# ---- design 1 ----
design_1/placement.png
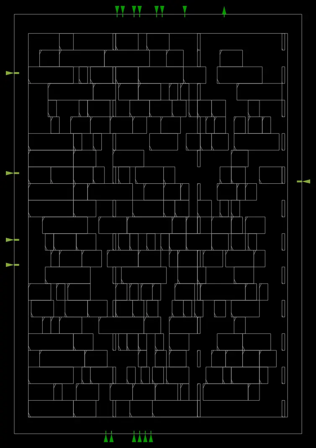
design_1/placement_by_type.png
The bar under the picture is 10 um long. Fill, decap, tap and diode cells in grey.
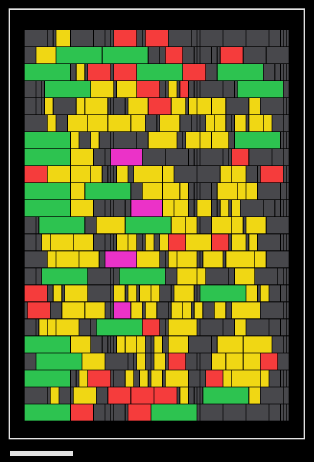
===== src/rtl/serial_pattern_detector.sv =====
// Serial pattern detector: matches a runtime-loadable 1..MAX_LEN bit pattern, overlapping or not.
// Optional saturating match counter is built when SERIAL_PATTERN_DETECTOR_COUNT_EN is defined.
module serial_pattern_detector #(
  parameter  int MAX_LEN = 8,
  parameter  int CNT_W   = 16,
  localparam int LW      = $clog2(MAX_LEN + 1)
) (
  input  logic               clk,
  input  logic               rst,
  input  logic               in_valid,
  input  logic               data_in,
  input  logic               cfg_load,
  input  logic [MAX_LEN-1:0] cfg_pattern,
  input  logic [LW-1:0]      cfg_len,
  input  logic               cfg_overlap,
  output logic               detected
`ifdef SERIAL_PATTERN_DETECTOR_COUNT_EN
  ,
  output logic [CNT_W-1:0]   match_count
`endif
);

  if (MAX_LEN < 2 || CNT_W < 1) begin : g_param_check
    $error("serial_pattern_detector: MAX_LEN must be >= 2 and CNT_W >= 1");
  end

  function automatic logic [MAX_LEN-1:0] len_mask(input logic [LW-1:0] n);
    logic [MAX_LEN-1:0] m;
    m = {MAX_LEN{1'b0}};
    for (int i = 0; i < MAX_LEN; i++) begin
      m[i] = (i < int'(n));
    end
    return m;
  endfunction

  logic [MAX_LEN-1:0] pat_r;
  logic [LW-1:0]      len_r;
  logic               ovl_r;
  // The oldest history bit is never compared again, so only MAX_LEN-1 bits are kept.
  logic [MAX_LEN-2:0] hist_r;
  logic [LW-1:0]      fill_r;
  logic               detected_r;

  logic               beat_s;
  logic [MAX_LEN-1:0] hist_n_s;
  logic [LW-1:0]      fill_n_s;
  logic [MAX_LEN-1:0] mask_s;
  logic               match_s;
  logic [LW-1:0]      cfg_len_clamped_s;

  assign beat_s   = in_valid & ~cfg_load;
  assign hist_n_s = {hist_r, data_in};
  assign mask_s   = len_mask(len_r);

  // Next fill level, match decision and clamped configuration length.
  always_comb begin
    fill_n_s          = fill_r;
    match_s           = 1'b0;
    cfg_len_clamped_s = cfg_len;
    if (fill_r >= len_r) begin
      fill_n_s = len_r;
    end else begin
      fill_n_s = fill_r + LW'(1);
    end
    if ((len_r != LW'(0)) && (fill_n_s == len_r) &&
        ((hist_n_s & mask_s) == (pat_r & mask_s))) begin
      match_s = beat_s;
    end else begin
      match_s = 1'b0;
    end
    if (cfg_len > LW'(MAX_LEN)) begin
      cfg_len_clamped_s = LW'(MAX_LEN);
    end else begin
      cfg_len_clamped_s = cfg_len;
    end
  end

  // Configuration, history, fill level and the registered match pulse.
  always_ff @(posedge clk) begin
    if (rst) begin
      pat_r      <= MAX_LEN'(3'b101);
      len_r      <= LW'(3);
      ovl_r      <= 1'b1;
      hist_r     <= {(MAX_LEN-1){1'b0}};
      fill_r     <= LW'(0);
      detected_r <= 1'b0;
    end else if (cfg_load) begin
      pat_r      <= cfg_pattern;
      len_r      <= cfg_len_clamped_s;
      ovl_r      <= cfg_overlap;
      hist_r     <= {(MAX_LEN-1){1'b0}};
      fill_r     <= LW'(0);
      detected_r <= 1'b0;
    end else if (beat_s) begin
      hist_r     <= hist_n_s[MAX_LEN-2:0];
      fill_r     <= match_s ? (ovl_r ? len_r : LW'(0)) : fill_n_s;
      detected_r <= match_s;
    end else begin
      detected_r <= 1'b0;
    end
  end

  assign detected = detected_r;

`ifdef SERIAL_PATTERN_DETECTOR_COUNT_EN
  logic [CNT_W-1:0] cnt_r;

  // Saturating match counter, cleared by reset and reconfiguration.
  always_ff @(posedge clk) begin
    if (rst) begin
      cnt_r <= {CNT_W{1'b0}};
    end else if (cfg_load) begin
      cnt_r <= {CNT_W{1'b0}};
    end else if (match_s && (cnt_r != {CNT_W{1'b1}})) begin
      cnt_r <= cnt_r + CNT_W'(1);
    end else begin
      cnt_r <= cnt_r;
    end
  end

  assign match_count = cnt_r;
`endif

endmodule


===== config.mk =====
export PLATFORM = sky130hd
export DESIGN_NAME = serial_pattern_detector
export DESIGN_NICKNAME = d
export VERILOG_FILES = /design/src/rtl/serial_pattern_detector.sv
export SDC_FILE = /design/constraint.sdc
export NUM_CORES = 1
export LEC_CHECK = 0
export ABC_CLOCK_PERIOD_IN_PS = 2350
export CAP_MARGIN = 20
export CORE_ASPECT_RATIO = 1.5
export CORE_MARGIN = 2
export CORE_UTILIZATION = 50
export DETAILED_ROUTE_END_ITERATION = 8
export HOLD_SLACK_MARGIN = 0.02
export PLACE_DENSITY = 0.74
export RECOVER_POWER = 50
export SYNTH_ARGS = -nofsm -noshare
export SYNTH_HDL_FRONTEND = slang
export SYNTH_SLANG_ARGS = --single-unit

===== constraint.sdc =====
create_clock -name clk -period 2.35 [get_ports clk]
set_input_delay 0.3525 -clock clk [delete_from_list [all_inputs] [get_ports clk]]
set_output_delay 0.3525 -clock clk [all_outputs]
set_load 0.02 [all_outputs]

==> results.json <==
{
  "top_layer_used": "met4",
  "synth.area.mux_share_pct": 10.1,
  "grt_max_degree": 20,
  "syn_area_um2": 1380,
  "finalSetupViolCount": 0,
  "postPlaceCellArea_um2": 1650,
  "critPathKind": "flop to flop",
  "grt_antenna_before_repair": 0,
  "period_used_pct": 90.6,
  "slew_headroom_pct": 36.0,
  "period_minus_slack_ns": 2.13,
  "top_area_share_pct": 36.2,
  "top_regs": "pat_r (8), hist_r (7)",
  "largest_reg_flops": 8,
  "cts_tree": "done",
  "cts_root_buf": "clkbuf_8",
  "top_usage_layer": "met2",
  "cp_slowest_cell": "a211oi_1",
  "simple_gate_area_share_pct": 15.0,
  "status": "completed",
  "htreeDepth": 1,
  "hold_violations": 0
}
## Picture notes: design_1/placement.png
Fill cells: 246
Core Box Area: 2650 um2
flop count: 25

## Picture notes: design_1/placement_by_type.png
[combinational and other logic] yellow | cells: 131 | share of their area: 52%
[clock drivers and dummy loads] magenta | cells: 4 | share of their area: 3.0%
[flops] green | cells: 25 | share of their area: 30%
[other buffers and delay cells] red | cells: 27 | share of their area: 15%
Rows: 23
final core occ: 64.1%
finished layout cell area: 1700 um2


# ---- design 2 ----
design_2/layer_met4.png
The bar under the picture is 20 um long.
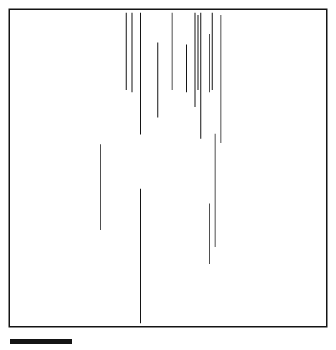
design_2/placement.png
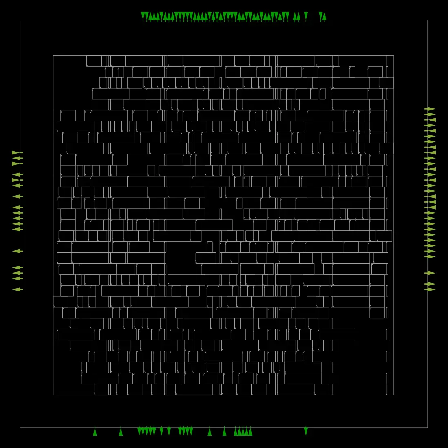
===== src/rtl/abl17_alu_fault_monitor.sv =====
`default_nettype none
// +--------------------------------------------------------------------------+
// | Module   : abl17_alu_fault_monitor                                       |
// | Purpose  : Qualifies ALU checker flags by opcode, counts errors, replays  |
// |            failing operations and declares permanently faulty units.     |
// | Revision : 1.0                                                           |
// +--------------------------------------------------------------------------+
module abl17_alu_fault_monitor #(
  parameter int CNT_WIDTH   = 8,
  parameter int RETRY_LIMIT = 2
) (
  input  logic                 clock,
  input  logic                 reset,
  input  logic                 in_valid,
  input  logic [4:0]           in_opcode,
  input  logic [31:0]          in_result,
  input  logic                 adder_has_error,
  input  logic                 sll_has_error,
  input  logic                 sra_has_error,
  input  logic                 clear,
  output logic                 out_retry,
  output logic                 out_fault_valid,
  output logic [2:0]           out_fault_unit,
  output logic [2:0]           unit_disabled,
  output logic [CNT_WIDTH-1:0] err_count_adder,
  output logic [CNT_WIDTH-1:0] err_count_sll,
  output logic [CNT_WIDTH-1:0] err_count_sra,
  output logic                 first_err_valid,
  output logic [4:0]           first_err_opcode,
  output logic [31:0]          first_err_result
);

  localparam logic [4:0] c_op_add = 5'd0;
  localparam logic [4:0] c_op_sub = 5'd1;
  localparam logic [4:0] c_op_sll = 5'd4;
  localparam logic [4:0] c_op_sra = 5'd5;
  localparam logic [2:0] c_retry_limit = 3'(RETRY_LIMIT);
  localparam logic [CNT_WIDTH-1:0] c_cnt_one = CNT_WIDTH'(1);

  typedef enum logic [0:0] {
    CHECK = 1'b0,
    RETRY = 1'b1
  } state_t;

  state_t                 r_state;
  state_t                 w_state_nxt;
  logic [2:0]             r_rec_unit;
  logic [2:0]             w_rec_unit_nxt;
  logic [4:0]             r_rec_opcode;
  logic [4:0]             w_rec_opcode_nxt;
  logic [2:0]             r_retry_cnt;
  logic [2:0]             w_retry_cnt_nxt;
  logic                   r_retry;
  logic                   w_retry_nxt;
  logic                   r_fault_valid;
  logic                   w_fault_valid_nxt;
  logic [2:0]             r_fault_unit;
  logic [2:0]             w_fault_unit_nxt;
  logic [2:0]             r_unit_disabled;
  logic [2:0]             w_unit_disabled_nxt;
  logic [CNT_WIDTH-1:0]   r_err_cnt [3];
  logic                   r_first_valid;
  logic [4:0]             r_first_opcode;
  logic [31:0]            r_first_result;

  logic [2:0]             w_q_unit;
  logic                   w_q_any;
  logic                   w_start_retry;
  logic                   w_replay;

  // One-hot {sra, sll, adder}; opcode decode keeps at most one bit set.
  assign w_q_unit[0] = in_valid && adder_has_error &&
                       ((in_opcode == c_op_add) || (in_opcode == c_op_sub));
  assign w_q_unit[1] = in_valid && sll_has_error && (in_opcode == c_op_sll);
  assign w_q_unit[2] = in_valid && sra_has_error && (in_opcode == c_op_sra);
  assign w_q_any     = |w_q_unit;

  assign w_start_retry = w_q_any && ((w_q_unit & r_unit_disabled) == 3'b000);
  assign w_replay      = (r_state == RETRY) && in_valid && (in_opcode == r_rec_opcode);

  always_ff @(posedge clock or negedge reset) begin
    if (!reset) begin
      r_state         <= CHECK;
      r_rec_unit      <= 3'b000;
      r_rec_opcode    <= 5'd0;
      r_retry_cnt     <= 3'd0;
      r_retry         <= 1'b0;
      r_fault_valid   <= 1'b0;
      r_fault_unit    <= 3'b000;
      r_unit_disabled <= 3'b000;
    end else begin
      r_state         <= w_state_nxt;
      r_rec_unit      <= w_rec_unit_nxt;
      r_rec_opcode    <= w_rec_opcode_nxt;
      r_retry_cnt     <= w_retry_cnt_nxt;
      r_retry         <= w_retry_nxt;
      r_fault_valid   <= w_fault_valid_nxt;
      r_fault_unit    <= w_fault_unit_nxt;
      r_unit_disabled <= w_unit_disabled_nxt;
    end
  end

  always_comb begin
    w_state_nxt         = r_state;
    w_rec_unit_nxt      = r_rec_unit;
    w_rec_opcode_nxt    = r_rec_opcode;
    w_retry_cnt_nxt     = r_retry_cnt;
    w_retry_nxt         = 1'b0;
    w_fault_valid_nxt   = 1'b0;
    w_fault_unit_nxt    = 3'b000;
    w_unit_disabled_nxt = r_unit_disabled;
    if (clear) begin
      w_state_nxt         = CHECK;
      w_rec_unit_nxt      = 3'b000;
      w_rec_opcode_nxt    = 5'd0;
      w_retry_cnt_nxt     = 3'd0;
      w_unit_disabled_nxt = 3'b000;
    end else if (w_replay) begin
      // Same opcode means a qualified error can only be on the recorded unit.
      if (w_q_unit == r_rec_unit) begin
        if (r_retry_cnt == c_retry_limit) begin
          w_unit_disabled_nxt = r_unit_disabled | r_rec_unit;
          w_fault_valid_nxt   = 1'b1;
          w_fault_unit_nxt    = r_rec_unit;
          w_state_nxt         = CHECK;
          w_retry_cnt_nxt     = 3'd0;
        end else begin
          w_retry_cnt_nxt = r_retry_cnt + 3'd1;
          w_retry_nxt     = 1'b1;
        end
      end else begin
        w_state_nxt     = CHECK;
        w_retry_cnt_nxt = 3'd0;
      end
    end else if (in_valid) begin
      // Fresh sample in CHECK, or an abandoned replay treated as fresh.
      w_state_nxt     = CHECK;
      w_retry_cnt_nxt = 3'd0;
      if (w_start_retry) begin
        w_state_nxt      = RETRY;
        w_rec_unit_nxt   = w_q_unit;
        w_rec_opcode_nxt = in_opcode;
        w_retry_cnt_nxt  = 3'd1;
        w_retry_nxt      = 1'b1;
      end
    end
  end

  always_ff @(posedge clock or negedge reset) begin
    if (!reset) begin
      for (int i = 0; i < 3; i++) r_err_cnt[i] <= '0;
    end else if (clear) begin
      for (int i = 0; i < 3; i++) r_err_cnt[i] <= '0;
    end else begin
      for (int i = 0; i < 3; i++) begin
        if (w_q_unit[i] && !(&r_err_cnt[i])) r_err_cnt[i] <= r_err_cnt[i] + c_cnt_one;
      end
    end
  end

  always_ff @(posedge clock or negedge reset) begin
    if (!reset) begin
      r_first_valid  <= 1'b0;
      r_first_opcode <= 5'd0;
      r_first_result <= 32'd0;
    end else if (clear) begin
      r_first_valid  <= 1'b0;
      r_first_opcode <= 5'd0;
      r_first_result <= 32'd0;
    end else if (w_q_any && !r_first_valid) begin
      r_first_valid  <= 1'b1;
      r_first_opcode <= in_opcode;
      r_first_result <= in_result;
    end
  end

  assign out_retry        = r_retry;
  assign out_fault_valid  = r_fault_valid;
  assign out_fault_unit   = r_fault_unit;
  assign unit_disabled    = r_unit_disabled;
  assign err_count_adder  = r_err_cnt[0];
  assign err_count_sll    = r_err_cnt[1];
  assign err_count_sra    = r_err_cnt[2];
  assign first_err_valid  = r_first_valid;
  assign first_err_opcode = r_first_opcode;
  assign first_err_result = r_first_result;

endmodule
`default_nettype wire


===== config.mk =====
export PLATFORM = sky130hd
export DESIGN_NAME = abl17_alu_fault_monitor
export DESIGN_NICKNAME = d
export VERILOG_FILES = /design/src/rtl/abl17_alu_fault_monitor.sv
export SDC_FILE = /design/constraint.sdc
export NUM_CORES = 1
export LEC_CHECK = 0
export CORE_MARGIN = 8
export CORE_UTILIZATION = 50
export CTS_CLUSTER_SIZE = 30
export DETAILED_ROUTE_END_ITERATION = 7
export PLACE_DENSITY = 0.93
export SLEW_MARGIN = 15
export SYNTH_ARGS = -nofsm -noshare
export SYNTH_HDL_FRONTEND = slang
export SYNTH_SLANG_ARGS = --single-unit

===== constraint.sdc =====
create_clock -name clock -period 6 [get_ports clock]
set_input_delay 1.8 -clock clock [delete_from_list [all_inputs] [get_ports clock]]
set_output_delay 1.8 -clock clock [all_outputs]
set_load 0.02 [all_outputs]

==> results.json <==
{
  "synthesis.nets": 420,
  "ant_nets": 0,
  "cts.sinks": 82,
  "htreeDepth": 3,
  "timing.rr.end": "err_count_sll[7]$_DFFE_PN0P_",
  "ys_cells": 373,
  "postLayoutCoreUtil_pct": 70.1,
  "synthAoiAreaFrac_pct": 11.1,
  "wirelength_mm": 9.38,
  "use_met2_pct": 30.9,
  "ys_seq_share_pct": 56.4,
  "lay_top_count": "clkdlybuf4s50_1",
  "crit_path_start_kind": "primary input",
  "use_met3_pct": 3.78,
  "dr_wl_met2_mm": 4.56,
  "maxCapViolations": 0,
  "synthXorXnorAreaFrac_pct": 5.53,
  "area_growth_pct": 37.5,
  "ff2ff_setup_slack_ns": 3.60,
  "period_minus_slack_ns": 4.30,
  "met1_length_mm": 3.84,
  "die-area_um2": 10300,
  "fp.dieH_um": 101,
  "logic_area_um2": 1480,
  "flop_cell": "dfrtp_1",
  "whs_ns": 0.523,
  "grt_pass1_vias": 3101,
  "status": "completed"
}
Notes on design_2/layer_met4.png above:
wire length on this layer: 454 um
nets with wire on the layer: 15

Notes on design_2/placement.png above:
flop count: 82
tap cell count: 99



==> screenshots <==
Signal wires by layer.
picture 1
The bar under the picture is 20 um long.
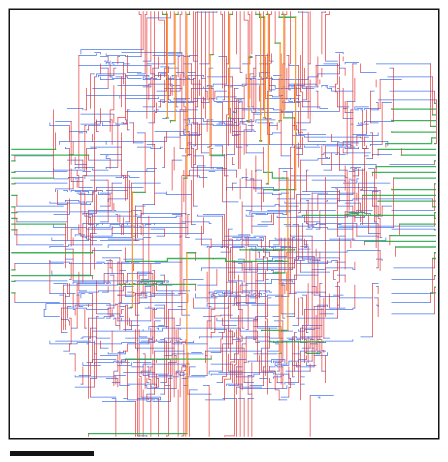
picture 2
The bar under the picture is 10 um long.
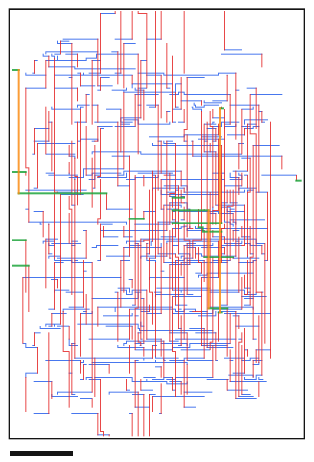
design 1 -> picture 2
design 2 -> picture 1
The one with the most wire is picture 1.
The one with the largest die is picture 1.

Key to picture 2:
[metal 1] blue | wire length: 1300 um
[metal 3] green | wire length: 52.4 um
[metal 4] orange | wire length: 68.0 um
[metal 2] red | wire length: 1820 um

